# block 1

block_1/met2.png
(4 px per µm) Cells faint in the background.
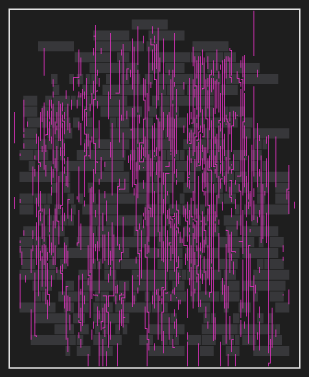

==> config.mk <==
export PLATFORM = sky130hd
export DESIGN_NAME = binary_mul_seq_bi
export DESIGN_NICKNAME = d
export VERILOG_FILES = /design/src/rtl/binary_mul_seq_bi.sv
export SDC_FILE = /design/constraint.sdc
export NUM_CORES = 1
export LEC_CHECK = 0
export CORE_ASPECT_RATIO = 1.25
export CORE_MARGIN = 2
export CORE_UTILIZATION = 55
export CTS_CLUSTER_DIAMETER = 80
export CTS_CLUSTER_SIZE = 24
export DETAILED_ROUTE_END_ITERATION = 8
export PLACE_DENSITY = 0.77
export SYNTH_ARGS = -nofsm -noshare
export SYNTH_HDL_FRONTEND = slang
export SYNTH_SLANG_ARGS = --single-unit
export TNS_END_PERCENT = 50
==> constraint.sdc <==
create_clock -name clk -period 4.1 [get_ports clk]
set_clock_uncertainty 0.15 [all_clocks]
set_input_delay 0.615 -clock clk [delete_from_list [all_inputs] [get_ports clk]]
set_output_delay 0.615 -clock clk [all_outputs]
set_load 0.02 [all_outputs]
==> src/rtl/binary_mul_seq_bi.sv <==
// binary_mul_seq_bi
//   Iterative shift-and-add multiplier. Each transaction picks signed or
//   unsigned mode, and STEP multiplier bits are retired per clock. The
//   multiplication runs on magnitudes. The sign is applied once, on the
//   final sum, so the 2*WIDTH product never saturates or wraps.
//
// Parameters
//   WIDTH : operand width (>= 2)
//   STEP  : multiplier bits per cycle (1, 2 or 3). Must divide WIDTH.
//
// Ports
//   clk, rst    : rising-edge clock, asynchronous active-high reset
//   en          : global enable; when low, no register changes
//   in_valid    : operand handshake (input side)
//   in_ready    : operand handshake (output side)
//   sgn         : 1 = A/B are two's complement, 0 = unsigned
//   A, B        : multiplicand and multiplier (WIDTH bits)
//   out_valid   : product handshake (output side)
//   out_ready   : product handshake (input side)
//   P           : product (2*WIDTH bits), held until the next completion
module binary_mul_seq_bi #(
  parameter int WIDTH = 6,
  parameter int STEP  = 1
) (
  input  logic                 clk,
  input  logic                 rst,
  input  logic                 en,
  input  logic                 in_valid,
  output logic                 in_ready,
  input  logic                 sgn,
  input  logic [WIDTH-1:0]     A,
  input  logic [WIDTH-1:0]     B,
  output logic                 out_valid,
  input  logic                 out_ready,
  output logic [2*WIDTH-1:0]   P
);

  localparam int N     = WIDTH / STEP;
  localparam int CNT_W = $clog2(N + 1);
  localparam int PW    = 2 * WIDTH;

  typedef enum logic [1:0] {
    S_IDLE = 2'd0,
    S_BUSY = 2'd1,
    S_DONE = 2'd2
  } state_t;

  // Magnitude in WIDTH unsigned bits. The magnitude of -2^(WIDTH-1) is
  // 2^(WIDTH-1), which still fits in WIDTH unsigned bits.
  function automatic logic [WIDTH-1:0] mag(input logic [WIDTH-1:0] v,
                                           input logic s);
    return (s && v[WIDTH-1]) ? (~v + 1'b1) : v;
  endfunction

  // Applies the captured sign to the unsigned product magnitude.
  function automatic logic [PW-1:0] apply_sign(input logic [PW-1:0] m,
                                               input logic n);
    return n ? (~m + 1'b1) : m;
  endfunction

  state_t           state_q, state_d;
  logic [PW-1:0]    a_sh_q, a_sh_d;     // |A|, pre-shifted to the current step position
  logic [WIDTH-1:0] b_sh_q, b_sh_d;     // |B|; the low STEP bits are the next digit
  logic [PW-1:0]    acc_q, acc_d;
  logic [CNT_W-1:0] cnt_q, cnt_d;
  logic             neg_q, neg_d;
  logic [PW-1:0]    p_q, p_d;
  logic             out_valid_q, out_valid_d;
  logic             in_ready_q, in_ready_d;

  logic [PW-1:0]    partial;
  logic [PW-1:0]    sum;

  always_comb begin
    state_d     = state_q;
    a_sh_d      = a_sh_q;
    b_sh_d      = b_sh_q;
    acc_d       = acc_q;
    cnt_d       = cnt_q;
    neg_d       = neg_q;
    p_d         = p_q;
    out_valid_d = out_valid_q;
    in_ready_d  = in_ready_q;

    // Digit is 0..2^STEP-1 with no recoding. The shifted partial product
    // always fits in PW bits.
    partial = a_sh_q * PW'(b_sh_q[STEP-1:0]);
    sum     = acc_q + partial;

    if (en) begin
      case (state_q)
        S_IDLE: begin
          if (in_valid) begin
            a_sh_d     = PW'(mag(A, sgn));
            b_sh_d     = mag(B, sgn);
            neg_d      = sgn & (A[WIDTH-1] ^ B[WIDTH-1]);
            acc_d      = '0;
            cnt_d      = '0;
            in_ready_d = 1'b0;
            state_d    = S_BUSY;
          end
        end
        S_BUSY: begin
          acc_d  = sum;
          a_sh_d = a_sh_q << STEP;
          b_sh_d = b_sh_q >> STEP;
          cnt_d  = cnt_q + 1'b1;
          if (cnt_q == CNT_W'(N - 1)) begin
            p_d         = apply_sign(sum, neg_q);
            out_valid_d = 1'b1;
            state_d     = S_DONE;
          end
        end
        S_DONE: begin
          // Draining only. A new in_valid is taken on a later edge, in IDLE.
          if (out_ready) begin
            out_valid_d = 1'b0;
            in_ready_d  = 1'b1;
            state_d     = S_IDLE;
          end
        end
        default: begin
          state_d     = S_IDLE;
          out_valid_d = 1'b0;
          in_ready_d  = 1'b1;
        end
      endcase
    end
  end

  always_ff @(posedge clk or posedge rst) begin
    if (rst) begin
      state_q     <= S_IDLE;
      a_sh_q      <= '0;
      b_sh_q      <= '0;
      acc_q       <= '0;
      cnt_q       <= '0;
      neg_q       <= 1'b0;
      p_q         <= '0;
      out_valid_q <= 1'b0;
      in_ready_q  <= 1'b1;
    end else begin
      state_q     <= state_d;
      a_sh_q      <= a_sh_d;
      b_sh_q      <= b_sh_d;
      acc_q       <= acc_d;
      cnt_q       <= cnt_d;
      neg_q       <= neg_d;
      p_q         <= p_d;
      out_valid_q <= out_valid_d;
      in_ready_q  <= in_ready_d;
    end
  end

  assign in_ready  = in_ready_q;
  assign out_valid = out_valid_q;
  assign P         = p_q;

endmodule

# block 2

### src/rtl/accel_pkg.sv
// Shared definitions for the accelerator front end and processing block:
// command bytes, 4-bit result codes and the receiver state encoding.
package accel_pkg;

    localparam logic [7:0] CMD_WRITE_A  = 8'h01;
    localparam logic [7:0] CMD_WRITE_B  = 8'h02;
    localparam logic [7:0] CMD_READ_A   = 8'h03;
    localparam logic [7:0] CMD_READ_B   = 8'h04;
    localparam logic [7:0] CMD_SUM      = 8'h05;
    localparam logic [7:0] CMD_AVG      = 8'h06;
    localparam logic [7:0] CMD_EUC_DIST = 8'h07;
    localparam logic [7:0] CMD_MAN_DIST = 8'h08;

    // [3] valid, [2] vector(1)/scalar(0), [1:0] op
    localparam logic [3:0] RES_NONE     = 4'b0000;
    localparam logic [3:0] RES_READ_A   = 4'b1100;
    localparam logic [3:0] RES_READ_B   = 4'b1101;
    localparam logic [3:0] RES_SUM      = 4'b1110;
    localparam logic [3:0] RES_AVG      = 4'b1111;
    localparam logic [3:0] RES_EUC_DIST = 4'b1000;
    localparam logic [3:0] RES_MAN_DIST = 4'b1001;

    typedef enum logic [1:0] {
        IDLE,
        RECV,
        WAIT
    } rx_state_e;

    // Maps an operation command byte to its result code; RES_NONE otherwise.
    function automatic logic [3:0] cmd_result(input logic [7:0] cmd);
        logic [3:0] res;
        case (cmd)
            CMD_READ_A:   res = RES_READ_A;
            CMD_READ_B:   res = RES_READ_B;
            CMD_SUM:      res = RES_SUM;
            CMD_AVG:      res = RES_AVG;
            CMD_EUC_DIST: res = RES_EUC_DIST;
            CMD_MAN_DIST: res = RES_MAN_DIST;
            default:      res = RES_NONE;
        endcase
        return res;
    endfunction

endpackage

### src/rtl/command_receiver.sv
// UART command decoder: streams vectors into BRAM A/B and issues operation pulses.
// Define RX_TIMEOUT_EN to abort a stalled vector write after TIMEOUT_CYCLES idle cycles.
module command_receiver
    import accel_pkg::*;
#(
    parameter int unsigned NBytes         = 1024,
    parameter int unsigned AW             = $clog2(NBytes),
    parameter int unsigned TIMEOUT_CYCLES = 1_000_000
) (
    input  logic          clk,
    input  logic          reset,
    input  logic          rx_ready,
    input  logic [7:0]    rx_data,
    input  logic          proc_done,
    output logic          bram_we_a,
    output logic          bram_we_b,
    output logic [AW-1:0] bram_addr,
    output logic [7:0]    bram_data,
    output logic [3:0]    result,
    output logic          busy,
    output logic          write_done,
    output logic          error
);

    localparam logic [AW-1:0] LastAddr = AW'(NBytes - 1);

    if (NBytes < 2 || TIMEOUT_CYCLES < 2) begin : g_bad_params
        $error("command_receiver: NBytes and TIMEOUT_CYCLES must both be at least 2");
    end

    rx_state_e     state_q, state_d;
    logic [AW-1:0] cnt_q, cnt_d;
    logic          target_b_q, target_b_d;
    logic          we_a_q, we_a_d;
    logic          we_b_q, we_b_d;
    logic [AW-1:0] addr_q, addr_d;
    logic [7:0]    data_q, data_d;
    logic [3:0]    result_q, result_d;
    logic          busy_q, busy_d;
    logic          write_done_q, write_done_d;

`ifdef RX_TIMEOUT_EN
    localparam int unsigned TW = $clog2(TIMEOUT_CYCLES);
    localparam logic [TW-1:0] TmoLast = TW'(TIMEOUT_CYCLES - 1);

    logic [TW-1:0] tmo_q, tmo_d;
    logic          error_q, error_d;
`endif

    always_comb begin
        state_d      = state_q;
        cnt_d        = cnt_q;
        target_b_d   = target_b_q;
        we_a_d       = 1'b0;
        we_b_d       = 1'b0;
        addr_d       = addr_q;
        data_d       = data_q;
        result_d     = RES_NONE;
        write_done_d = 1'b0;
`ifdef RX_TIMEOUT_EN
        tmo_d        = '0;
        error_d      = 1'b0;
`endif

        unique case (state_q)
            IDLE: begin
                if (rx_ready) begin
                    if (rx_data == CMD_WRITE_A || rx_data == CMD_WRITE_B) begin
                        state_d    = RECV;
                        cnt_d      = '0;
                        target_b_d = (rx_data == CMD_WRITE_B);
                    end else if (cmd_result(rx_data) != RES_NONE) begin
                        result_d = cmd_result(rx_data);
                        state_d  = WAIT;
                    end
                end
            end
            RECV: begin
                // Payload bytes are stored verbatim, never decoded.
                if (rx_ready) begin
                    data_d = rx_data;
                    addr_d = cnt_q;
                    we_a_d = ~target_b_q;
                    we_b_d = target_b_q;
                    if (cnt_q == LastAddr) begin
                        cnt_d        = '0;
                        write_done_d = 1'b1;
                        state_d      = IDLE;
                    end else begin
                        cnt_d = cnt_q + 1'b1;
                    end
                end
`ifdef RX_TIMEOUT_EN
                else if (tmo_q == TmoLast) begin
                    error_d = 1'b1;
                    cnt_d   = '0;
                    state_d = IDLE;
                end else begin
                    tmo_d = tmo_q + 1'b1;
                end
`endif
            end
            WAIT: begin
                // A byte arriving alongside proc_done is dropped as well.
                if (proc_done) begin
                    state_d = IDLE;
                end
            end
            default: state_d = IDLE;
        endcase

        busy_d = (state_d != IDLE);
    end

    always_ff @(posedge clk or posedge reset) begin
        if (reset) begin
            state_q      <= IDLE;
            cnt_q        <= '0;
            target_b_q   <= 1'b0;
            we_a_q       <= 1'b0;
            we_b_q       <= 1'b0;
            addr_q       <= '0;
            data_q       <= '0;
            result_q     <= RES_NONE;
            busy_q       <= 1'b0;
            write_done_q <= 1'b0;
        end else begin
            state_q      <= state_d;
            cnt_q        <= cnt_d;
            target_b_q   <= target_b_d;
            we_a_q       <= we_a_d;
            we_b_q       <= we_b_d;
            addr_q       <= addr_d;
            data_q       <= data_d;
            result_q     <= result_d;
            busy_q       <= busy_d;
            write_done_q <= write_done_d;
        end
    end

`ifdef RX_TIMEOUT_EN
    always_ff @(posedge clk or posedge reset) begin
        if (reset) begin
            tmo_q   <= '0;
            error_q <= 1'b0;
        end else begin
            tmo_q   <= tmo_d;
            error_q <= error_d;
        end
    end

    assign error = error_q;
`else
    assign error = 1'b0;
`endif

    assign bram_we_a  = we_a_q;
    assign bram_we_b  = we_b_q;
    assign bram_addr  = addr_q;
    assign bram_data  = data_q;
    assign result     = result_q;
    assign busy       = busy_q;
    assign write_done = write_done_q;

endmodule
### config.mk
export PLATFORM = sky130hd
export DESIGN_NAME = command_receiver
export DESIGN_NICKNAME = d
export VERILOG_FILES = /design/src/rtl/accel_pkg.sv /design/src/rtl/command_receiver.sv
export SDC_FILE = /design/constraint.sdc
export NUM_CORES = 1
export LEC_CHECK = 0
export ABC_AREA = 1
export CAP_MARGIN = 20
export CORE_AREA = 2 2 70 85
export DETAILED_ROUTE_END_ITERATION = 6
export DIE_AREA = 0 0 72 87
export PLACE_DENSITY_LB_ADDON = 0.05
export SLEW_MARGIN = 20
export SYNTH_ARGS = -nofsm -noshare
export SYNTH_HDL_FRONTEND = slang
export SYNTH_SLANG_ARGS = --single-unit
### constraint.sdc
create_clock -name clk -period 1.8 [get_ports clk]
set_input_delay 0.36 -clock clk [delete_from_list [all_inputs] [get_ports clk]]
set_output_delay 0.36 -clock clk [all_outputs]
set_load 0.1 [all_outputs]
block_1/cell_classes.png
(4 px per µm) Fill, decap, tap and diode cells in grey.
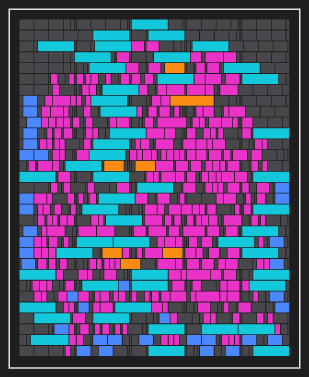
legend:
  orange:
    class: clock drivers and dummy loads
    cells: 7
    share_of_their_area: 3.2%
  magenta:
    class: all other logic
    cells: 299
    share_of_their_area: 52%
  cyan:
    class: flops
    cells: 50
    share_of_their_area: 35%
  blue:
    class: other buffers and delay cells
    cells: 35
    share_of_their_area: 9.5%

Notes on block_1/met2.png above:
longest straight run: 54.4 µm
wire length on this layer: 3510 µm
nets with wire on the layer: 351
main direction: vertical

==> changes_impl.md, block 1 <==
### Changed

- Status: finished, final reports clean
- Clk ins delay skew pair: 0.30 ns
- Worst r2r src: b_sh_q[0]$_DFFE_PP0P_
- Top Layout Cells: dfrtp_1, o21ai_0, nand2_1
- Fillers: 497
- Hold EP: in_ready$_DFFE_PP1P_
- Crit path capture type: register
- Tool warnings: 27
- Comb area: 1810 µm²
- Total congestion overflow: 0
- Final hold vios: 0
- Library cells used by synthesis: 59
- Top delay family on crit path: AND-OR/OR-AND gates
- Routed Antenna Nets: 0
- Pwr top: combinational cells
-- block 1: per-layer routing --
layer	track usage	share of wire	wire, µm	up-vias
met2	0.412	0.51	3510	75
met4	0.0840	0.022	152	0
met3	0.0259	0.036	247	13
met5	0	0	0	-
met1	0.295	0.43	2980	1268
li1	-	-	-	1362
-- block 1: state kept, by name, indices dropped and copies added, names as in the netlist --
| register | cells |
|---|---|
| acc_q | 12 |
| b_sh_q | 6 |
| state_q | 2 |
| a_sh_q | 12 |
| neg_q | 1 |
| cnt_q | 3 |
| in_ready | 1 |
| P | 12 |
| out_valid | 1 |
-- block 1: Yosys cell counts (2+ instances only) --
cell type	count
o21ai_1	5
or3b_2	2
nor2b_1	4
xor2_1	9
a211oi_1	5
a22oi_1	2
or3_1	5
nand3_1	8
nor2_1	22
o211ai_1	2
inv_1	15
o41ai_2	2
nand3b_1	2
buf_2	2
clkbuf_1	10
dfrtp_1	49
nand2_1	46
a21o_1	3
o21ai_0	47
a21oi_1	26
a22o_1	14
nand2b_1	2
and3_1	2
buf_6	2
and2_1	15
ha_1	16
xnor2_1	9
nor3b_1	3
a31oi_1	2
nor3_1	5
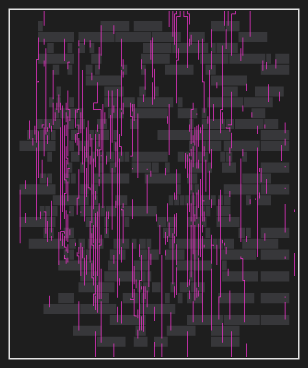
block_2/met2.png
(4 px per µm) Cells faint in the background.
wire length on this layer: 1990 µm
nets with wire on the layer: 226
longest straight run: 52.0 µm
GR Layer Usage met2: 0.237
final WL: 4.14 mm
vias: 1498

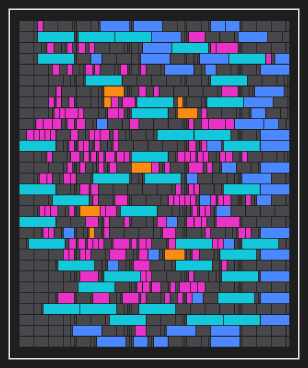
block_2/cell_classes.png
(4 px per µm) Fill, decap, tap and diode cells in grey.
legend:
  cyan:
    class: flops
    cells: 39
    share_of_their_area: 37%
  orange:
    class: clock drivers and dummy loads
    cells: 8
    share_of_their_area: 3.1%
  blue:
    class: other buffers and delay cells
    cells: 49
    share_of_their_area: 28%
  magenta:
    class: all other logic
    cells: 166
    share_of_their_area: 32%
Seq/total area: 0.360
final core occ: 0.492
fin area: 2710 µm²
core area: 5520 µm²

==> changes_impl.md, block 2 <==
### Changed

- Fp_density: 0.336
- Die X: 72 µm
- Detailed Place HPWL: 3.12 mm
- Simple share: 0.265
- CP startpoint: cnt_q[1]$_DFFE_PP0P_
- Peak VDD IR: 479 µV
- Die area: 6260 µm²
- Syn_area_per_cell: 8.84 µm²
- Setup tns final: 0 ns
- Status: finished, final reports clean
- XOR/XNOR Fraction of Synth Area: 0.0182
- Post-synthesis sequential area ratio: 0.526
- Crit path capture type: register
- Row cnt: 30
- Fin. max-slew vios: 0
- Crit path max fanout: 4
- Slowest-stage cell, CP: dfrtp_1
- Synth flops: 39
- Number of cells in Yosys stat: 210
- Setup crit end: cnt_q[9]$_DFFE_PP0P_
- Seq. cell area: 976 µm²
- Synth Area in Adders: 0.00674
- Comb area: 756 µm²
- Mapped Nets: 223
- Fmax: 653 MHz
## block 2: area by class of cell
class | count | share of cell area
Clock buffer | 7 | 0.0281
Clock inverter | 1 | 0.00185
Inverter | 23 | 0.0318
Multi-Input combinational cell | 143 | 0.279
Sequential cell | 39 | 0.360
Tap cell | 64 | 0.0295
Timing Repair Buffer | 49 | 0.270
## block 2: layer usage
metal	GRT usage	share of wire	wire [µm]	up-vias
li1	-	-	-	775
met1	0.192	0.46	1900	682
met2	0.237	0.48	1990	35
met3	0.0382	0.044	184	6
met4	0.0566	0.015	63	0
met5	0	0	0	-
## block 2: stage by stage
stage,setup WS [ns],std cells
5_1_grt,0.0690,326
4_1_cts,0.258,326
2_1_floorplan,0.406,210
6_report,0.269,326
3_5_place_dp,0.00733,318
3_3_place_gp,0.0200,318
## block 2: report_power, final
| part | internal [mW] | switching, mW |
|---|---|---|
| clock | 0.272 | 0.297 |
| sequential | 1.02 | 0.168 |
| combinational | 0.491 | 0.867 |
| total | 1.79 | 1.33 |
## block 2: registers in the layout, indices dropped and copies added, names as in the netlist
signal      flops
bram_we_a       1
bram_we_b       1
bram_data       8
target_b_q      1
result          4
state_q         2
cnt_q          10
bram_addr      10
write_done      1
busy            1

==> layout pictures side by side <==
The clock network.
picture 1
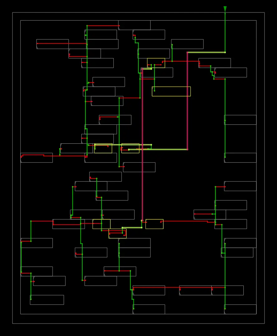
picture 2
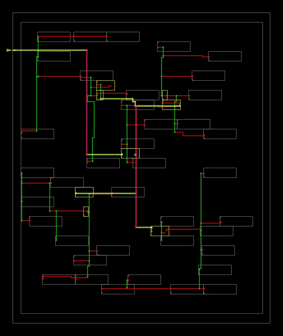
Picture 1 comes from block 1.
Picture 2 comes from block 2.
- most sequential cells: picture 1


# block 3

block_3/final_clocks.png
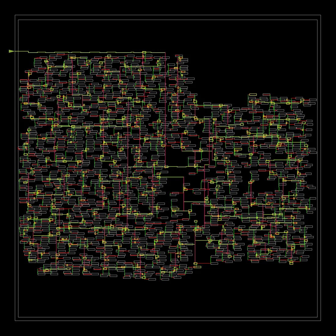

===== config.mk =====
export PLATFORM = sky130hd
export DESIGN_NAME = icache_assoc
export DESIGN_NICKNAME = d
export VERILOG_FILES = /design/src/rtl/cpu_types_pkg.sv /design/src/rtl/icache_lru.sv /design/src/rtl/icache_assoc.sv
export SDC_FILE = /design/constraint.sdc
export NUM_CORES = 2
export LEC_CHECK = 0
export CORE_MARGIN = 5
export CORE_UTILIZATION = 28
export CTS_BUF_LIST = sky130_fd_sc_hd__clkbuf_8
export DETAILED_ROUTE_END_ITERATION = 6
export PLACE_DENSITY = 0.46
export SYNTH_ARGS = -nofsm -noshare
export SYNTH_HDL_FRONTEND = slang
export SYNTH_SLANG_ARGS = --single-unit

===== constraint.sdc =====
create_clock -name CLK -period 10.34 [get_ports CLK]
set_clock_uncertainty 0.1 [all_clocks]
set_input_delay 2.068 -clock CLK [delete_from_list [all_inputs] [get_ports CLK]]
set_output_delay 2.068 -clock CLK [all_outputs]
set_load 0.02 [all_outputs]

===== src/rtl/cpu_types_pkg.sv =====
// Shared CPU types for the pipelined MIPS core.
// Holds the machine word type and icache FSM/config constants.
package cpu_types_pkg;

  typedef logic [31:0] word_t;

  typedef enum logic {IDLE, FETCH} icache_state_t;

  localparam int ICACHE_SETS_MAX = 256;
  localparam int ICACHE_WAYS_MAX = 4;

endpackage


===== src/rtl/icache_lru.sv =====
// Per-set LRU ages for icache_assoc.
// Tracks ages per set, applies updates and picks the victim way.
module icache_lru #(
  parameter int SETS = 8,
  parameter int WAYS = 2
) (
  input  logic                                   clk,
  input  logic                                   rst_n,
  input  logic [$clog2(SETS)-1:0]                sidx,
  input  logic [WAYS-1:0]                        svalid,
  output logic [((WAYS>1)?$clog2(WAYS):1)-1:0]   victim,
  input  logic                                   upd,
  input  logic [$clog2(SETS)-1:0]                uidx,
  input  logic [((WAYS>1)?$clog2(WAYS):1)-1:0]   uway
);

  localparam int WW = (WAYS > 1) ? $clog2(WAYS) : 1;

  logic [WW-1:0] age [SETS][WAYS];
  logic [WW-1:0] old;
  logic [WW-1:0] mx;
  logic          found;

  assign old = age[uidx][uway];

  always_ff @(posedge clk or negedge rst_n) begin
    if (!rst_n) begin
      for (int s = 0; s < SETS; s++)
        for (int w = 0; w < WAYS; w++)
          age[s][w] <= WW'(w);
    end else if (upd) begin
      for (int w = 0; w < WAYS; w++) begin
        if (WW'(w) == uway)
          age[uidx][w] <= '0;
        else if (age[uidx][w] < old)
          age[uidx][w] <= age[uidx][w] + 1'b1;
      end
    end
  end

  // lowest invalid way first, otherwise the oldest way
  always_comb begin
    victim = '0;
    found  = 1'b0;
    mx     = '0;
    for (int w = 0; w < WAYS; w++) begin
      if (!found && !svalid[w]) begin
        victim = WW'(w);
        found  = 1'b1;
      end
    end
    if (!found) begin
      for (int w = 0; w < WAYS; w++) begin
        if (age[sidx][w] >= mx) begin
          mx     = age[sidx][w];
          victim = WW'(w);
        end
      end
    end
  end

endmodule


===== src/rtl/icache_assoc.sv =====
// Set-associative instruction cache with LRU and multi-word fill.
// Sits between the datapath fetch port and the memory i-side.
module icache_assoc
  import cpu_types_pkg::*;
#(
  parameter int SETS  = 8,
  parameter int WAYS  = 2,
  parameter int WORDS = 2
) (
  input  logic  CLK,
  input  logic  nRST,
  input  logic  imemREN,
  input  word_t imemaddr,
  output logic  ihit,
  output word_t imemload,
  input  logic  inv,
  output logic  iREN,
  output word_t iaddr,
  input  word_t iload,
  input  logic  iwait
);

  localparam int IW = $clog2(SETS);
  localparam int BW = $clog2(WORDS);
  localparam int OW = (BW > 0) ? BW : 1;
  localparam int WW = (WAYS > 1) ? $clog2(WAYS) : 1;
  localparam int TW = 30 - BW - IW;

  icache_state_t state;

  logic [29:0]   wa;
  logic [TW-1:0] tag;
  logic [IW-1:0] idx;
  logic [OW-1:0] off;

  assign wa  = imemaddr[31:2];
  assign idx = IW'(wa >> BW);
  assign tag = TW'(wa >> (BW + IW));
  assign off = (BW == 0) ? '0 : OW'(wa);

  logic [SETS-1:0]      valid [WAYS];
  logic [TW-1:0]        tags  [WAYS][SETS];
  logic [WORDS*32-1:0]  data  [WAYS][SETS];

  logic [TW-1:0] ltag;
  logic [IW-1:0] lidx;
  logic [WW-1:0] vway;
  logic [WW-1:0] victim;
  logic [OW-1:0] cnt;

  logic [WAYS-1:0] hv;
  logic [WAYS-1:0] svalid;
  logic [WW-1:0]   hway;
  logic            lookup;
  logic            hit;
  logic            miss;
  logic            cap;
  logic            last;
  logic            done;
  logic [29:0]     fa;

  always_comb begin
    hv     = '0;
    svalid = '0;
    hway   = '0;
    for (int w = 0; w < WAYS; w++) begin
      svalid[w] = valid[w][idx];
      hv[w]     = svalid[w] && (tags[w][idx] == tag);
      if (hv[w])
        hway = WW'(w);
    end
  end

  assign lookup   = (state == IDLE) && imemREN && !inv;
  assign hit      = lookup && |hv;
  assign miss     = lookup && !(|hv);
  assign ihit     = hit;
  assign imemload = hit ? data[hway][idx][32*int'(off) +: 32] : '0;

  assign cap  = (state == FETCH) && !iwait;
  assign last = (cnt == OW'(WORDS - 1));
  assign done = cap && last && !inv;

  assign fa = (30'(ltag) << (IW + BW))
            | (30'(lidx) << BW)
            | ((BW == 0) ? 30'd0 : 30'(cnt));

  assign iREN  = (state == FETCH);
  assign iaddr = (state == FETCH) ? {fa, 2'b00} : '0;

  generate
    if (WAYS > 1) begin : g_lru
      icache_lru #(
        .SETS (SETS),
        .WAYS (WAYS)
      ) u_lru (
        .clk    (CLK),
        .rst_n  (nRST),
        .sidx   (idx),
        .svalid (svalid),
        .victim (victim),
        .upd    (hit || done),
        .uidx   (hit ? idx : lidx),
        .uway   (hit ? hway : vway)
      );
    end else begin : g_dm
      assign victim = '0;
    end
  endgenerate

  always_ff @(posedge CLK or negedge nRST) begin
    if (!nRST) begin
      state <= IDLE;
      cnt   <= '0;
      ltag  <= '0;
      lidx  <= '0;
      vway  <= '0;
      for (int w = 0; w < WAYS; w++)
        valid[w] <= '0;
    end else begin
      unique case (state)
        IDLE: begin
          if (inv) begin
            for (int w = 0; w < WAYS; w++)
              valid[w] <= '0;
          end else if (miss) begin
            ltag               <= tag;
            lidx               <= idx;
            vway               <= victim;
            cnt                <= '0;
            valid[victim][idx] <= 1'b0;
            state              <= FETCH;
          end
        end
        FETCH: begin
          if (inv) begin
            for (int w = 0; w < WAYS; w++)
              valid[w] <= '0;
            cnt   <= '0;
            state <= IDLE;
          end else if (!iwait) begin
            cnt <= cnt + 1'b1;
            if (last) begin
              valid[vway][lidx] <= 1'b1;
              state             <= IDLE;
            end
          end
        end
      endcase
    end
  end

  // data/tag arrays need no reset; valid bits gate every use
  always_ff @(posedge CLK) begin
    if (cap)
      data[vway][lidx][32*int'(cnt) +: 32] <= iload;
    if (done)
      tags[vway][lidx] <= ltag;
  end

endmodule

# block 4

## src/rtl/vec_mem_sequencer_if.sv

```systemverilog
// Element-wide data-memory bus between vec_mem_sequencer (master) and memory (slave).
interface vec_mem_sequencer_if #(
  parameter int ADDR_W = 32,
  parameter int ELEM_W = 8
);
  logic              mem_req;
  logic              mem_we;
  logic [ADDR_W-1:0] mem_addr;
  logic [ELEM_W-1:0] mem_wdata;
  logic [ELEM_W-1:0] mem_rdata;
  logic              mem_ack;

  modport master (
    output mem_req, mem_we, mem_addr, mem_wdata,
    input  mem_rdata, mem_ack
  );

  modport slave (
    input  mem_req, mem_we, mem_addr, mem_wdata,
    output mem_rdata, mem_ack
  );
endinterface

```

## src/rtl/vec_mem_sequencer.sv

```systemverilog
// Runs one vector load/store as LANES element accesses on a single memory port.
// Optional VSEQ_STRIDE_EN adds a latched element stride; otherwise unit stride.
module vec_mem_sequencer #(
  parameter int LANES  = 4,
  parameter int ELEM_W = 8,
  parameter int ADDR_W = 32
) (
  input  logic                    clk,
  input  logic                    rst_n,
  input  logic                    start,
  input  logic                    is_store,
  input  logic [ADDR_W-1:0]       base_addr,
`ifdef VSEQ_STRIDE_EN
  input  logic [ADDR_W-1:0]       stride,
`endif
  input  logic [LANES*ELEM_W-1:0] wdata_vec,
  output logic [LANES*ELEM_W-1:0] rdata_vec,
  output logic                    stall,
  output logic                    done,
  vec_mem_sequencer_if.master     mem
);

  localparam int IDX_W = (LANES > 1) ? $clog2(LANES) : 1;
  localparam logic [IDX_W-1:0] LAST_IDX = IDX_W'(LANES - 1);

  typedef enum logic [1:0] {
    S_IDLE   = 2'd0,
    S_ACCESS = 2'd1,
    S_DONE   = 2'd2
  } state_t;

  state_t                  r_state;
  logic [IDX_W-1:0]        r_idx;
  logic [LANES*ELEM_W-1:0] r_wdata_vec;
  logic [LANES*ELEM_W-1:0] r_rdata_vec;
  logic                    r_done;
  logic                    r_mem_req;
  logic                    r_mem_we;
  logic [ADDR_W-1:0]       r_mem_addr;
  logic [ELEM_W-1:0]       r_mem_wdata;
  logic [IDX_W-1:0]        w_idx_nxt;
  logic [ADDR_W-1:0]       w_step;

`ifdef VSEQ_STRIDE_EN
  logic [ADDR_W-1:0]       r_stride;
  assign w_step = r_stride;
`else
  assign w_step = ADDR_W'(1);
`endif

  assign w_idx_nxt = r_idx + IDX_W'(1);

  // Address is accumulated by step each element, equal to base + idx*step mod 2^ADDR_W.
  always_ff @(posedge clk or negedge rst_n) begin
    if (!rst_n) begin
      r_state     <= S_IDLE;
      r_idx       <= '0;
      r_wdata_vec <= '0;
      r_rdata_vec <= '0;
      r_done      <= 1'b0;
      r_mem_req   <= 1'b0;
      r_mem_we    <= 1'b0;
      r_mem_addr  <= '0;
      r_mem_wdata <= '0;
`ifdef VSEQ_STRIDE_EN
      r_stride    <= '0;
`endif
    end else begin
      case (r_state)
        S_IDLE: begin
          r_done <= 1'b0;
          if (start) begin
            r_state     <= S_ACCESS;
            r_idx       <= '0;
            r_wdata_vec <= wdata_vec;
            r_mem_req   <= 1'b1;
            r_mem_we    <= is_store;
            r_mem_addr  <= base_addr;
            r_mem_wdata <= wdata_vec[ELEM_W-1:0];
`ifdef VSEQ_STRIDE_EN
            r_stride    <= stride;
`endif
          end
        end
        S_ACCESS: begin
          if (mem.mem_ack) begin
            if (!r_mem_we)
              r_rdata_vec[r_idx*ELEM_W +: ELEM_W] <= mem.mem_rdata;
            if (r_idx == LAST_IDX) begin
              r_state   <= S_DONE;
              r_mem_req <= 1'b0;
              r_mem_we  <= 1'b0;
              r_done    <= 1'b1;
            end else begin
              r_idx       <= w_idx_nxt;
              r_mem_addr  <= r_mem_addr + w_step;
              r_mem_wdata <= r_wdata_vec[w_idx_nxt*ELEM_W +: ELEM_W];
            end
          end
        end
        S_DONE: begin
          r_done  <= 1'b0;
          r_state <= S_IDLE;
        end
        default: begin
          r_state   <= S_IDLE;
          r_done    <= 1'b0;
          r_mem_req <= 1'b0;
          r_mem_we  <= 1'b0;
        end
      endcase
    end
  end

  assign stall         = ((r_state == S_IDLE) && start) || (r_state == S_ACCESS);
  assign done          = r_done;
  assign rdata_vec     = r_rdata_vec;
  assign mem.mem_req   = r_mem_req;
  assign mem.mem_we    = r_mem_we;
  assign mem.mem_addr  = r_mem_addr;
  assign mem.mem_wdata = r_mem_wdata;

endmodule

```

## src/flat_wrapper.sv

```systemverilog
// flat-port wrapper written by rule: the top's interface ports become plain ports
module vec_mem_sequencer_flat 
#(
  parameter int LANES  = 4,
  parameter int ELEM_W = 8,
  parameter int ADDR_W = 32
)
  (clk, rst_n, start, is_store, base_addr, wdata_vec, rdata_vec, stall, done, mem_mem_req, mem_mem_we, mem_mem_addr, mem_mem_wdata, mem_mem_rdata, mem_mem_ack);
  vec_mem_sequencer_if #(.ADDR_W(ADDR_W), .ELEM_W(ELEM_W)) mem_i ();
  input  logic clk;
  input  logic rst_n;
  input  logic start;
  input  logic is_store;
  input  logic [ADDR_W-1:0] base_addr;
  input  logic [LANES*ELEM_W-1:0] wdata_vec;
  output logic [LANES*ELEM_W-1:0] rdata_vec;
  output logic stall;
  output logic done;
  output wire logic [$bits(mem_i.mem_req)-1:0] mem_mem_req;
  output wire logic [$bits(mem_i.mem_we)-1:0] mem_mem_we;
  output wire logic [$bits(mem_i.mem_addr)-1:0] mem_mem_addr;
  output wire logic [$bits(mem_i.mem_wdata)-1:0] mem_mem_wdata;
  input wire logic [$bits(mem_i.mem_rdata)-1:0] mem_mem_rdata;
  input wire logic [$bits(mem_i.mem_ack)-1:0] mem_mem_ack;
  assign mem_mem_req = mem_i.mem_req;
  assign mem_mem_we = mem_i.mem_we;
  assign mem_mem_addr = mem_i.mem_addr;
  assign mem_mem_wdata = mem_i.mem_wdata;
  assign mem_i.mem_rdata = mem_mem_rdata;
  assign mem_i.mem_ack = mem_mem_ack;
  vec_mem_sequencer #(.LANES(LANES), .ELEM_W(ELEM_W), .ADDR_W(ADDR_W)) u_core (.clk(clk), .rst_n(rst_n), .start(start), .is_store(is_store), .base_addr(base_addr), .wdata_vec(wdata_vec), .rdata_vec(rdata_vec), .stall(stall), .done(done), .mem(mem_i));
endmodule
```

## config.mk

```make
export PLATFORM = sky130hd
export DESIGN_NAME = vec_mem_sequencer_flat
export DESIGN_NICKNAME = d
export VERILOG_FILES = /design/src/rtl/vec_mem_sequencer_if.sv /design/src/rtl/vec_mem_sequencer.sv /design/src/flat_wrapper.sv
export SDC_FILE = /design/constraint.sdc
export NUM_CORES = 1
export LEC_CHECK = 0
export ABC_AREA = 1
export CORE_MARGIN = 3
export CORE_UTILIZATION = 45
export DETAILED_ROUTE_END_ITERATION = 10
export GPL_TIMING_DRIVEN = 0
export PLACE_DENSITY = 0.83
export REMOVE_ABC_BUFFERS = 1
export SYNTH_ARGS = -nofsm -noshare
export SYNTH_HDL_FRONTEND = slang
export SYNTH_SLANG_ARGS = --single-unit
```

## constraint.sdc

```tcl
create_clock -name clk -period 2.3 [get_ports clk]
set_input_delay 0.46 -clock clk [delete_from_list [all_inputs] [get_ports clk]]
set_output_delay 0.46 -clock clk [all_outputs]
set_load 0.005 [all_outputs]
```

# block 5

==> config.mk <==
export PLATFORM = sky130hd
export DESIGN_NAME = mac_stream_engine
export DESIGN_NICKNAME = d
export VERILOG_FILES = /design/src/rtl/mac_stream_engine.sv
export SDC_FILE = /design/constraint.sdc
export NUM_CORES = 2
export LEC_CHECK = 0
export CORE_ASPECT_RATIO = 0.9
export CORE_UTILIZATION = 50
export CTS_CLUSTER_DIAMETER = 80
export DETAILED_ROUTE_END_ITERATION = 10
export HOLD_SLACK_MARGIN = 0.05
export PLACE_DENSITY = 0.73
export SLEW_MARGIN = 5
export SYNTH_ARGS = -nofsm -noshare
export SYNTH_HDL_FRONTEND = slang
export SYNTH_SLANG_ARGS = --single-unit
==> constraint.sdc <==
create_clock -name S_AXI_ACLK -period 25.3 [get_ports S_AXI_ACLK]
set_input_delay 2.53 -clock S_AXI_ACLK [delete_from_list [all_inputs] [get_ports S_AXI_ACLK]]
set_output_delay 2.53 -clock S_AXI_ACLK [all_outputs]
set_load 0.005 [all_outputs]
==> src/rtl/mac_stream_engine.sv <==
// Streaming multi-lane dot-product engine: pipelined lane products, accumulator,
// bias add and saturate/truncate to OUTW, with framing-error detection.
module mac_stream_engine #(
  parameter int unsigned DW      = 16,
  parameter int unsigned LANES   = 2,
  parameter int unsigned VLEN    = 32,
  parameter int unsigned ACCW    = 40,
  parameter int unsigned OUTW    = 32,
  parameter int unsigned MUL_LAT = 4
) (
  input  logic                  S_AXI_ACLK,
  input  logic                  S_AXI_ARESET,
  input  logic                  start,
  input  logic                  mode_signed,
  input  logic                  sat_en,
  input  logic [DW-1:0]         bias,
  input  logic                  s_valid,
  output logic                  s_ready,
  input  logic [LANES*DW-1:0]   s_a,
  input  logic [LANES*DW-1:0]   s_b,
  input  logic                  s_last,
  output logic                  m_valid,
  input  logic                  m_ready,
  output logic [OUTW-1:0]       m_data,
  output logic                  m_ovf,
  output logic                  busy,
  output logic                  err
);

  localparam int unsigned NBEATS = VLEN / LANES;
  localparam int unsigned CW     = $clog2(NBEATS + 1);
  // One lane product of (DW+1)-bit extended operands fits in 2*DW+1 signed bits.
  localparam int unsigned PRW    = 2 * DW + 2;
  localparam int unsigned PW     = 2 * DW + 1 + $clog2(LANES);
  localparam int unsigned TW     = ACCW + 1;

  localparam logic signed [TW-1:0] SMAX = $signed({{(TW-OUTW+1){1'b0}}, {(OUTW-1){1'b1}}});
  localparam logic signed [TW-1:0] SMIN = $signed({{(TW-OUTW+1){1'b1}}, {(OUTW-1){1'b0}}});
  localparam logic signed [TW-1:0] UMAX = $signed({{(TW-OUTW){1'b0}}, {OUTW{1'b1}}});

  typedef enum logic [1:0] {IDLE, RUN, DRAIN, OUT} state_t;

  state_t                    state;
  logic                      mode_r;
  logic                      sat_r;
  logic [DW-1:0]             bias_r;
  logic [CW-1:0]             cnt;
  logic signed [ACCW-1:0]    acc;
  logic [MUL_LAT-1:0]        pv;
  logic signed [PW-1:0]      pd [MUL_LAT];
  logic                      fin;
  logic signed [TW-1:0]      tot_r;

  logic signed [DW:0]        ea   [LANES];
  logic signed [DW:0]        eb   [LANES];
  logic signed [PRW-1:0]     prod [LANES];
  logic signed [PW-1:0]      beat_sum;
  logic                      accept;
  logic                      last_cnt;
  logic                      pipe_empty;
  logic signed [TW-1:0]      bias_ext;
  logic signed [TW-1:0]      tot_c;
  logic                      ovf_c;
  logic [OUTW-1:0]           clamp_c;

  // Per-beat sum of lane products, operands extended per the latched mode.
  always_comb begin
    beat_sum = '0;
    for (int i = 0; i < int'(LANES); i++) begin
      ea[i]    = $signed({mode_r & s_a[i*DW+DW-1], s_a[i*DW +: DW]});
      eb[i]    = $signed({mode_r & s_b[i*DW+DW-1], s_b[i*DW +: DW]});
      prod[i]  = PRW'(ea[i]) * PRW'(eb[i]);
      beat_sum = beat_sum + PW'(prod[i]);
    end
  end

  assign accept     = s_valid & s_ready;
  assign last_cnt   = (cnt == CW'(NBEATS - 1));
  assign pipe_empty = ~|pv;
  assign bias_ext   = $signed({{(TW-DW){mode_r & bias_r[DW-1]}}, bias_r});
  assign tot_c      = $signed({acc[ACCW-1], acc}) + bias_ext;

  // Range check and clamp value for the registered total.
  always_comb begin
    ovf_c   = 1'b0;
    clamp_c = UMAX[OUTW-1:0];
    if (mode_r) begin
      ovf_c   = (tot_r > SMAX) || (tot_r < SMIN);
      clamp_c = tot_r[TW-1] ? SMIN[OUTW-1:0] : SMAX[OUTW-1:0];
    end else begin
      ovf_c   = (tot_r > UMAX);
    end
  end

  always_ff @(posedge S_AXI_ACLK or posedge S_AXI_ARESET) begin
    if (S_AXI_ARESET) begin
      state   <= IDLE;
      mode_r  <= 1'b0;
      sat_r   <= 1'b0;
      bias_r  <= '0;
      cnt     <= '0;
      acc     <= '0;
      pv      <= '0;
      for (int i = 0; i < int'(MUL_LAT); i++) pd[i] <= '0;
      fin     <= 1'b0;
      tot_r   <= '0;
      s_ready <= 1'b0;
      m_valid <= 1'b0;
      m_data  <= '0;
      m_ovf   <= 1'b0;
      busy    <= 1'b0;
      err     <= 1'b0;
    end else begin
      // Free-running product pipeline; never stalls.
      pv[0] <= accept;
      pd[0] <= beat_sum;
      for (int i = 1; i < int'(MUL_LAT); i++) begin
        pv[i] <= pv[i-1];
        pd[i] <= pd[i-1];
      end
      if (pv[MUL_LAT-1]) acc <= acc + ACCW'(pd[MUL_LAT-1]);

      case (state)
        IDLE: begin
          if (start) begin
            mode_r  <= mode_signed;
            sat_r   <= sat_en;
            bias_r  <= bias;
            acc     <= '0;
            cnt     <= '0;
            err     <= 1'b0;
            s_ready <= 1'b1;
            busy    <= 1'b1;
            state   <= RUN;
          end
        end
        RUN: begin
          if (accept) begin
            cnt <= cnt + CW'(1);
            if (s_last || last_cnt) begin
              if (s_last != last_cnt) err <= 1'b1;
              s_ready <= 1'b0;
              state   <= DRAIN;
            end
          end
        end
        DRAIN: begin
          // Two steps: bias add once the pipeline is empty, then range/clamp.
          if (fin) begin
            fin     <= 1'b0;
            m_data  <= (sat_r && ovf_c) ? clamp_c : tot_r[OUTW-1:0];
            m_ovf   <= ovf_c;
            m_valid <= 1'b1;
            state   <= OUT;
          end else if (pipe_empty) begin
            tot_r <= tot_c;
            fin   <= 1'b1;
          end
        end
        OUT: begin
          if (m_ready) begin
            m_valid <= 1'b0;
            busy    <= 1'b0;
            state   <= IDLE;
          end
        end
        default: state <= IDLE;
      endcase
    end
  end

endmodule

# block 6

==> config.mk <==
export PLATFORM = sky130hd
export DESIGN_NAME = alu_share_arbiter
export DESIGN_NICKNAME = d
export VERILOG_FILES = /design/src/rtl/alu_share_arbiter.sv
export SDC_FILE = /design/constraint.sdc
export NUM_CORES = 1
export LEC_CHECK = 0
export CAP_MARGIN = 20
export CORE_ASPECT_RATIO = 0.9
export CORE_MARGIN = 5
export CORE_UTILIZATION = 35
export CTS_CLUSTER_SIZE = 8
export DETAILED_ROUTE_END_ITERATION = 12
export GPL_TIMING_DRIVEN = 0
export PLACE_DENSITY = 0.75
export RECOVER_POWER = 100
export SKIP_CTS_REPAIR_TIMING = 1
export SYNTH_ARGS = -nofsm -noshare
export SYNTH_HDL_FRONTEND = slang
export SYNTH_SLANG_ARGS = --single-unit
==> constraint.sdc <==
create_clock -name clk -period 2 [get_ports clk]
set_input_delay 0.2 -clock clk [delete_from_list [all_inputs] [get_ports clk]]
set_output_delay 0.2 -clock clk [all_outputs]
set_load 0.005 [all_outputs]
==> src/rtl/alu_share_arbiter.sv <==
// alu_share_arbiter: round-robin sharing of one external WIDTH-bit ALU between two valid/ready requesters
//   clk, rst_n                       clock, asynchronous active-low reset
//   req{0,1}_valid/ready/a/b/op      request channels (op: 00 ADD, 01 SUB, 10 NAND, 11 XOR)
//   rsp{0,1}_valid/ready/data/err    response channels (err = signed overflow, ADD/SUB only)
//   alu_in1, alu_in2, alu_op         registered operand drive to the ALU
//   alu_out, alu_err                 combinational ALU result and overflow
//   busy                             high whenever an operation is in flight
module alu_share_arbiter #(
   parameter int WIDTH = 4
) (
   input  logic             clk,
   input  logic             rst_n,
   input  logic             req0_valid,
   output logic             req0_ready,
   input  logic [WIDTH-1:0] req0_a,
   input  logic [WIDTH-1:0] req0_b,
   input  logic [1:0]       req0_op,
   input  logic             req1_valid,
   output logic             req1_ready,
   input  logic [WIDTH-1:0] req1_a,
   input  logic [WIDTH-1:0] req1_b,
   input  logic [1:0]       req1_op,
   output logic             rsp0_valid,
   input  logic             rsp0_ready,
   output logic [WIDTH-1:0] rsp0_data,
   output logic             rsp0_err,
   output logic             rsp1_valid,
   input  logic             rsp1_ready,
   output logic [WIDTH-1:0] rsp1_data,
   output logic             rsp1_err,
   output logic [WIDTH-1:0] alu_in1,
   output logic [WIDTH-1:0] alu_in2,
   output logic [1:0]       alu_op,
   input  logic [WIDTH-1:0] alu_out,
   input  logic             alu_err,
   output logic             busy
);
   typedef enum logic [1:0] {IDLE, EXEC, RESP} state_t;
   state_t state, state_nx;
   logic gid, last_grant, grant, accept, rsp_hs, rsp_err;
   logic [WIDTH-1:0] rsp_data;
   always_comb begin
      grant    = (req0_valid && req1_valid) ? ~last_grant : req1_valid;
      accept   = state == IDLE && (req0_valid || req1_valid);
      rsp_hs   = state == RESP && (gid ? rsp1_ready : rsp0_ready);
      state_nx = state == IDLE ? (accept ? EXEC : IDLE) :
                 state == EXEC ? RESP : (rsp_hs ? IDLE : RESP);
   end
   // ready is gated by rst_n so it reads 0 while reset is held, even with valid high
   assign req0_ready = rst_n && state == IDLE && req0_valid && !grant;
   assign req1_ready = rst_n && state == IDLE && req1_valid && grant;
   assign rsp0_valid = state == RESP && !gid;
   assign rsp1_valid = state == RESP && gid;
   assign rsp0_data  = rsp_data;
   assign rsp1_data  = rsp_data;
   assign rsp0_err   = rsp_err;
   assign rsp1_err   = rsp_err;
   assign busy       = state != IDLE;
   always_ff @(posedge clk or negedge rst_n) begin
      if (!rst_n) begin
         state      <= IDLE;
         gid        <= 1'b0;
         last_grant <= 1'b1;
         alu_in1    <= '0;
         alu_in2    <= '0;
         alu_op     <= 2'b00;
         rsp_data   <= '0;
         rsp_err    <= 1'b0;
      end else begin
         state <= state_nx;
         if (accept) begin
            alu_in1 <= grant ? req1_a : req0_a;
            alu_in2 <= grant ? req1_b : req0_b;
            alu_op  <= grant ? req1_op : req0_op;
            gid     <= grant;
         end
         if (state == EXEC) begin
            rsp_data <= alu_out;
            // overflow is meaningless for logic ops, so mask whatever the ALU reports
            rsp_err  <= ~alu_op[1] & alu_err;
         end
         if (rsp_hs) last_grant <= gid;
      end
   end
endmodule

block_4/pins.png
(2 px per µm) Pins as bars across the die edge, other pins in grey.
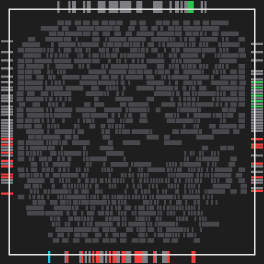
legend:
  cyan:
    port: `rst_n`
    pins: 1
    direction: input
    edge: bottom
  green:
    port: `mem_mem_rdata`
    pins: 8
    direction: input
    edge: 5 right, 3 top
  red:
    port: `base_addr`
    pins: 32
    direction: input
    edge: 18 bottom, 8 left, 6 right
all pins by edge: 41 top, 38 bottom, 37 left, 37 right
Die X: 122 µm
Die Height: 122 µm
PortBufs: 152

==> changes_impl.md, block 4 <==
### Changed

- Number of cells in Yosys stat: 772
- Top cells by count: nand2_1, dfrtp_1, nor2_1
- Status: finished, final reports clean
- Clk ins delay skew pair: 0.35 ns
- Final #Nets: 997
- Core area: 12900 µm²
- DRT Pass-1 Iters: 5
- Vias in the first global route: 5331
- XOR/XNOR Fraction of Synth Area: 0
- WL per Instance: 15.5 µm
- Fin. max-slew vios: 0
- Iter 0 DRT Violations: 382
- Top Ports: 153
- Yosys top cell by area: dfrtp_1
- RR Endpoint: u_core.mem.mem_wdata[1]$_DFFE_PN0P_
- Clock buf/inv share: 0.0349
- Largest net degree at the start of global routing: 70
- Final WL: 16.9 mm
- CTS tree: built
- Crit path max fanout: 11
-- block 4: kinds of logic (layout without fill, tap and decap cells) --
family / Yosys count / count (layout)
fa+ha+maj: 7 / 7
buf+inv: 89 / 232
mux: 24 / 24
other cells: 0 / 1
compound gates: 132 / 132
flops: 111 / 111
simple gates: 409 / 412
-- block 4: layer usage --
layer | GRT usage | vias to the layer above | wire length, µm
met1 | 0.329 | 2758 | 7620
met5 | 0 | - | 0
met4 | 0.0616 | 0 | 199
met3 | 0.0413 | 11 | 1280
li1 | - | 2824 | -
met2 | 0.367 | 217 | 7820
-- block 4: state kept, by name, summed over array words and instances, names as in the netlist --
| register | cells |
|---|---|
| u_core.r_state | 2 |
| u_core.r_wdata_vec | 32 |
| u_core.r_idx | 2 |
| u_core.mem.mem_wdata | 8 |
| u_core.mem.mem_addr | 32 |
| u_core.mem.mem_req | 1 |
| u_core.done | 1 |
| u_core.mem.mem_we | 1 |
| u_core.rdata_vec | 32 |
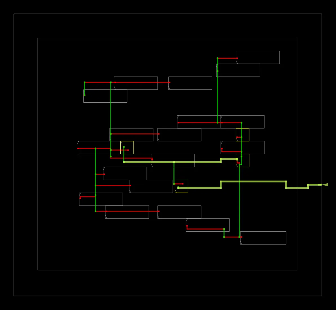
block_6/final_clocks.png
clk_buf instances: 3
clk ins delay skew pair: 0.30 ns
seq_cells: 19
Num Clock Sinks: 19

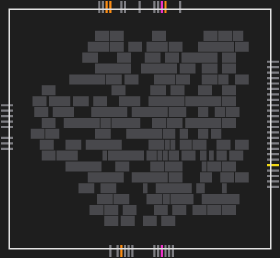
block_6/pins.png
(4 px per µm) Pins as bars across the die edge, other pins in grey.
legend:
  magenta:
    port: `req0_op`
    pins: 2
    direction: input
    edge: 1 top, 1 bottom
  yellow:
    port: `rsp1_valid`
    pins: 1
    direction: output
    edge: right
  orange:
    port: `req0_a`
    pins: 4
    direction: input
    edge: 3 top, 1 bottom
all pins by edge: 24 right, 12 top, 12 bottom, 8 left
Die X: 65.0 µm
Die Height: 59.5 µm

==> changes_impl.md, block 6 <==
### Changed

- Post-Place Cell Area: 1540 µm²
- Top-count cell post-synth: dfrtp_1
- Fp_density: 0.356
- Top Ports: 56
- Vias: 747
- Most used logic cell in the final layout: clkdlybuf4s50_1
- Final core occ: 0.597
- RSZ-0062 raised after global routing: false
- H-tree depth: 1
- Seq. cell area: 477 µm²
- Share of layout cells above drive strength 1: 0.285
- Synth top area share: 0.472
- CTS tree: built
- Mapped Nets: 100
- Critical path launch point type: register
- Final hold vios: 0
- Root buf cell: clkbuf_4
- Tool warnings: 26
- Worst min path class: input pin to asynchronous set/reset pin
- Crit path max fanout: 10
- Top delay family on crit path: buffers and inverters
- Status: finished, final reports clean
- Die area: 3870 µm²
- GR Layer Usage met2: 0.211
- R2R cell count: 4
- Worst-path clk slew: 0.11 ns
- Ys Warns: 0
## block 6: flip-flops by register name, indices dropped and copies added, names as in the netlist
name        count
alu_in1         4
alu_in2         4
alu_op          2
gid             1
last_grant      1
rsp0_data       4
rsp0_err        1
state           2
## block 6: cells by family after synthesis
logic type / count (synthesis) / share of synthesized area
compound gates: 6 / 0.0538
flops: 19 / 0.500
simple gates: 10 / 0.0604
buf+inv: 9 / 0.0643
mux: 25 / 0.322
## block 6: worst max path at each step
stage                                start                     end  slack, ns  cells past startpoint
finish              last_grant$_DFFE_PN1N_              req1_ready       0.08                      4
global route        last_grant$_DFFE_PN1N_              req1_ready       0.02                      4
CTS                                  rst_n              req0_ready      -0.40                      3
detailed placement                   rst_n              req0_ready      -0.39                      3
global placement                     rst_n              req0_ready      -0.39                      3
floorplan           last_grant$_DFFE_PN1N_  alu_in1[0]$_DFFE_PN0P_       0.54                      4
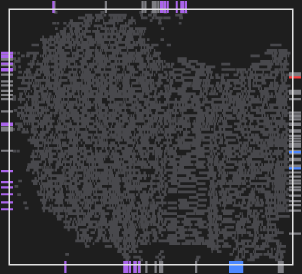
block_5/pins.png
(1 px per µm) Pins as bars across the die edge, other pins in grey.
legend:
  red:
    port: `s_valid`
    pins: 1
    direction: input
    edge: right
  blue:
    port: `bias`
    pins: 16
    direction: input
    edge: 14 bottom, 2 right
  purple:
    port: `s_b`
    pins: 32
    direction: input
    edge: 14 left, 10 top, 8 bottom
all pins by edge: 41 right, 35 bottom, 29 left, 20 top
Die Height: 254 µm
PortBufs: 124
Die X: 282 µm

==> changes_impl.md, block 5 <==
### Changed

- Status: finished, final reports clean
- Root buf cell: clkbuf_16
- Setup crit end: pd[135]$_DFF_PP0_
- Library cells used by synthesis: 68
- Critical path depth in cells: 27
- Worst min path class: register to register
- Final Critical Period: 10.78 ns
- Post-synthesis sequential area ratio: 0.201
- Cells after Synth: 3631
- Crit path capture type: register
- Met3 wire len: 4.50 mm
- Fin Hold WS: 0.334 ns
- Setup WS post-layout: 14.52 ns
- Delay of the slowest critical-path stage: 0.52 ns
- Routed Antenna Nets: 0
- Clock Skew: 0.0316 ns
- Synth Cell Area: 35300 µm²
- CTS tree: built
- Largest net degree at the start of global routing: 145
- Ys Warns: 0
- WL per Instance: 16.0 µm
- GR Layer Usage met2: 0.357
==> block 5: state kept, by name (all words and copies together), names as in the netlist <==
| register | flops |
|---|---|
| s_ready | 1 |
| tot_r | 41 |
| state | 2 |
| bias_r | 16 |
| fin | 1 |
| err | 1 |
| pd | 136 |
| m_ovf | 1 |
| sat_r | 1 |
| cnt | 5 |
| m_valid | 1 |
| pv | 4 |
| acc | 40 |
| mode_r | 1 |
| m_data | 32 |
| busy | 1 |
==> block 5: logic make-up (layout without fill, tap and decap cells) <==
kind of cell	count (synthesis)	after routing	synth area share
compound gates	439	439	0.0756
xor+xnor	129	129	0.0320
fa+ha+maj	894	894	0.458
buf+inv	904	980	0.0967
flops	284	284	0.201
mux	24	24	0.00695
simple gates	957	957	0.129
==> block 5: cell type report <==
type / count / area, µm² / area share
inverter: 781 / 2940 / 0.0765
clock buffer: 33 / 738 / 0.0192
clock inverter: 17 / 255 / 0.00665
sequential: 284 / 7110 / 0.185
tap: 940 / 1180 / 0.0306
multi-input combinational: 2443 / 24800 / 0.645
timing repair buffer: 149 / 1430 / 0.0372
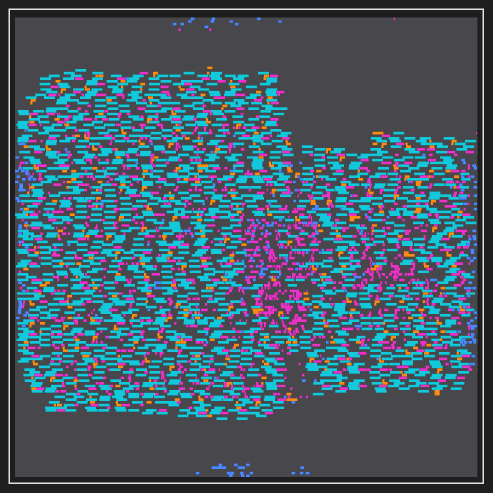
block_3/cell_classes.png
(1 px per µm) Fill, decap, tap and diode cells in grey.
legend:
  blue:
    class: other buffers and delay cells
    cells: 261
    share_of_their_area: 3.7%
  orange:
    class: clock drivers and dummy loads
    cells: 439
    share_of_their_area: 6.7%
  cyan:
    class: flops
    cells: 1504
    share_of_their_area: 68%
  magenta:
    class: all other logic
    cells: 1509
    share_of_their_area: 22%
final core occ: 0.329
Seq/total area: 0.642
core area: 213000 µm²

## Picture notes: block_3/final_clocks.png
seq_cells: 1504
CTS Buf Count: 239

==> changes_impl.md, block 3 <==
### Changed

- Num Clock Sinks: 1504
- Fillers: 20600
- Placed Instances: 6095
- Clk ins delay skew pair: 0.94 ns
- RR Endpoint: g_lru.u_lru.age[14]$_DFFE_PN1P_
- Cells after Synth: 3195
- Yosys chip area: 59900 µm²
- Status: finished, final reports clean
- Global-route wire length before repair: 259 mm
- Area delta synth->final: 16.6%
- R2R cell count: 13
- Fin area: 69900 µm²
- Total congestion overflow: 0
- Worst-Margin Slew: 1.16 ns
- Biggest regs: data (1024), tags (416), ltag (26)
- Top routing layer used: met5
- Syn_area_per_cell: 18.8 µm²
- Share of layout cells above drive strength 1: 0.222
- Routed Antenna Nets: 0
## block 3: worst min-delay path, stage by stage (launching register included)
cell and delay (ns):
dfstp_2 0.38, o21ai_0 0.06, o21ai_1 0.06
## block 3: cell type report
class / count / area (µm²) / area share
Sequential cell: 1504 / 44900 / 0.642
Timing Repair Buffer: 261 / 2450 / 0.0350
Clock buffer: 247 / 3400 / 0.0487
Multi-Input combinational cell: 1494 / 14500 / 0.208
Tap cell: 2821 / 3530 / 0.0505
Inverter: 15 / 56.3 / 0.000806
Antenna cell: 12 / 30.0 / 0.000430
Clock inverter: 192 / 1020 / 0.0146
## block 3: cells by family after synthesis
kind of cell / Yosys count / share of synthesized area
flops: 1504 / 0.749
buf+inv: 198 / 0.0164
simple gates: 441 / 0.0384
other cells: 1 / 0.0000626
xor+xnor: 35 / 0.00512
compound gates: 420 / 0.0481
mux: 596 / 0.143

==> gallery <==
Metal 2.
shot_01.png
(3 px per µm) Cells faint in the background.
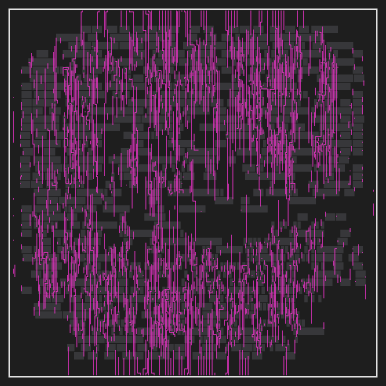
shot_02.png
(1 px per µm) Cells faint in the background.
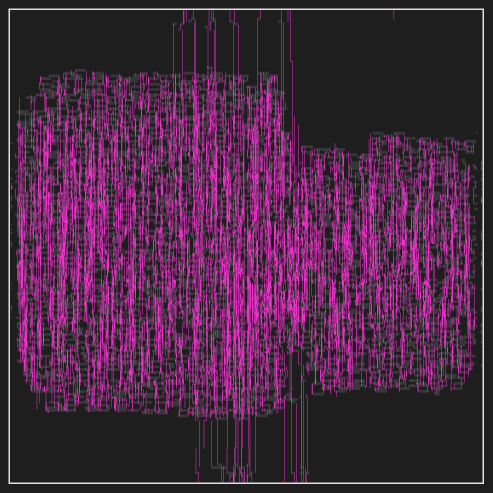
shot_03.png
(1.5 px per µm) Cells faint in the background.
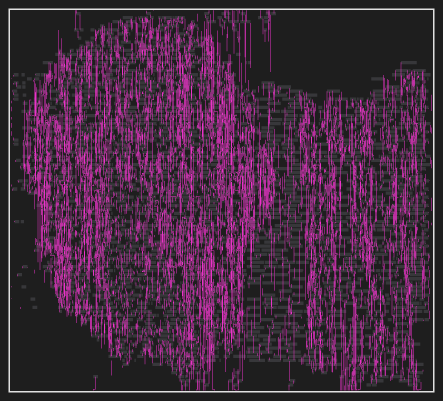
shot_04.png
(6 px per µm) Cells faint in the background.
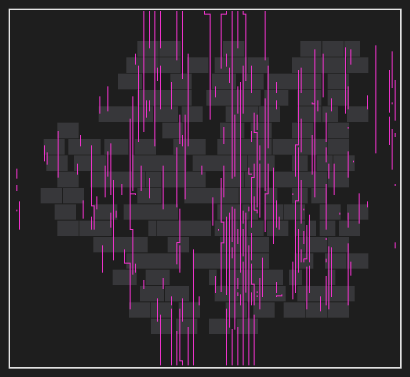
The one with the smallest die is shot_04.png.
The one with the largest die is shot_02.png.
- block 5 = shot_03.png
- block 6 = shot_04.png
- block 3 = shot_02.png
- block 4 = shot_01.png



## Gallery

I/O pins on the die edge.
image #1
(0.5 px per µm) Pins as bars across the die edge, other pins in grey.
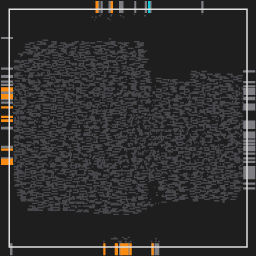
image #2
(3 px per µm) Pins as bars across the die edge, other pins in grey.
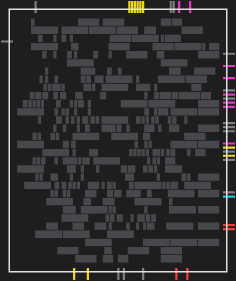
image #3
(3 px per µm) Pins as bars across the die edge, other pins in grey.
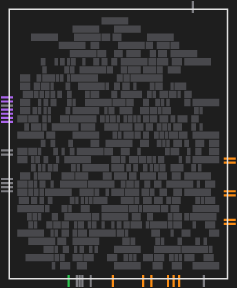
Of these, most pins: image #1
Image #1 is block 3.
Image #2 is block 2.
Image #3 is block 1.

Key to image #2:
legend:
  cyan:
    port: `bram_we_a`
    pins: 1
    direction: output
    edge: right
  yellow:
    port: `bram_addr`
    pins: 10
    direction: output
    edge: 6 top, 2 right, 2 bottom
  red:
    port: `result`
    pins: 4
    direction: output
    edge: 2 bottom, 2 right
  magenta:
    port: `bram_data`
    pins: 8
    direction: output
    edge: 6 right, 2 top
all pins by edge: 20 right, 11 top, 7 bottom, 1 left


==> gallery <==
Placed cells, one colour a class.
(a)
(6 px per µm) Fill, decap, tap and diode cells in grey.
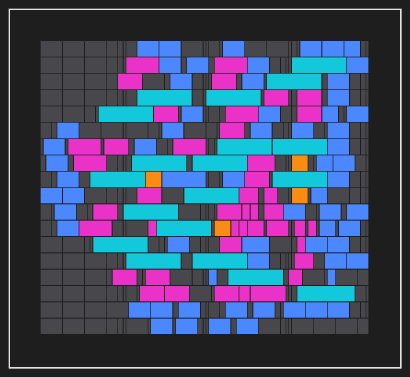
(b)
(1.5 px per µm) Fill, decap, tap and diode cells in grey.
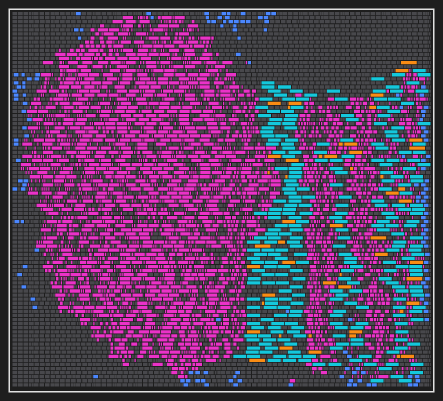
(c)
(3 px per µm) Fill, decap, tap and diode cells in grey.
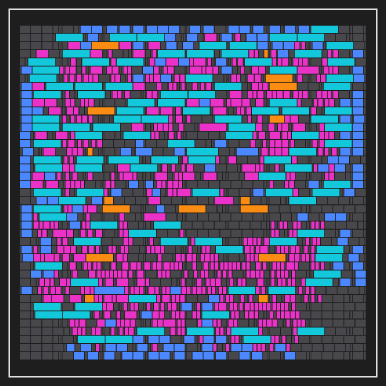
(c): block 4
(a): block 6
(b): block 5
- most sequential cells: (b)

Power figures rest on the tool's default switching activity, not on a simulated workload.
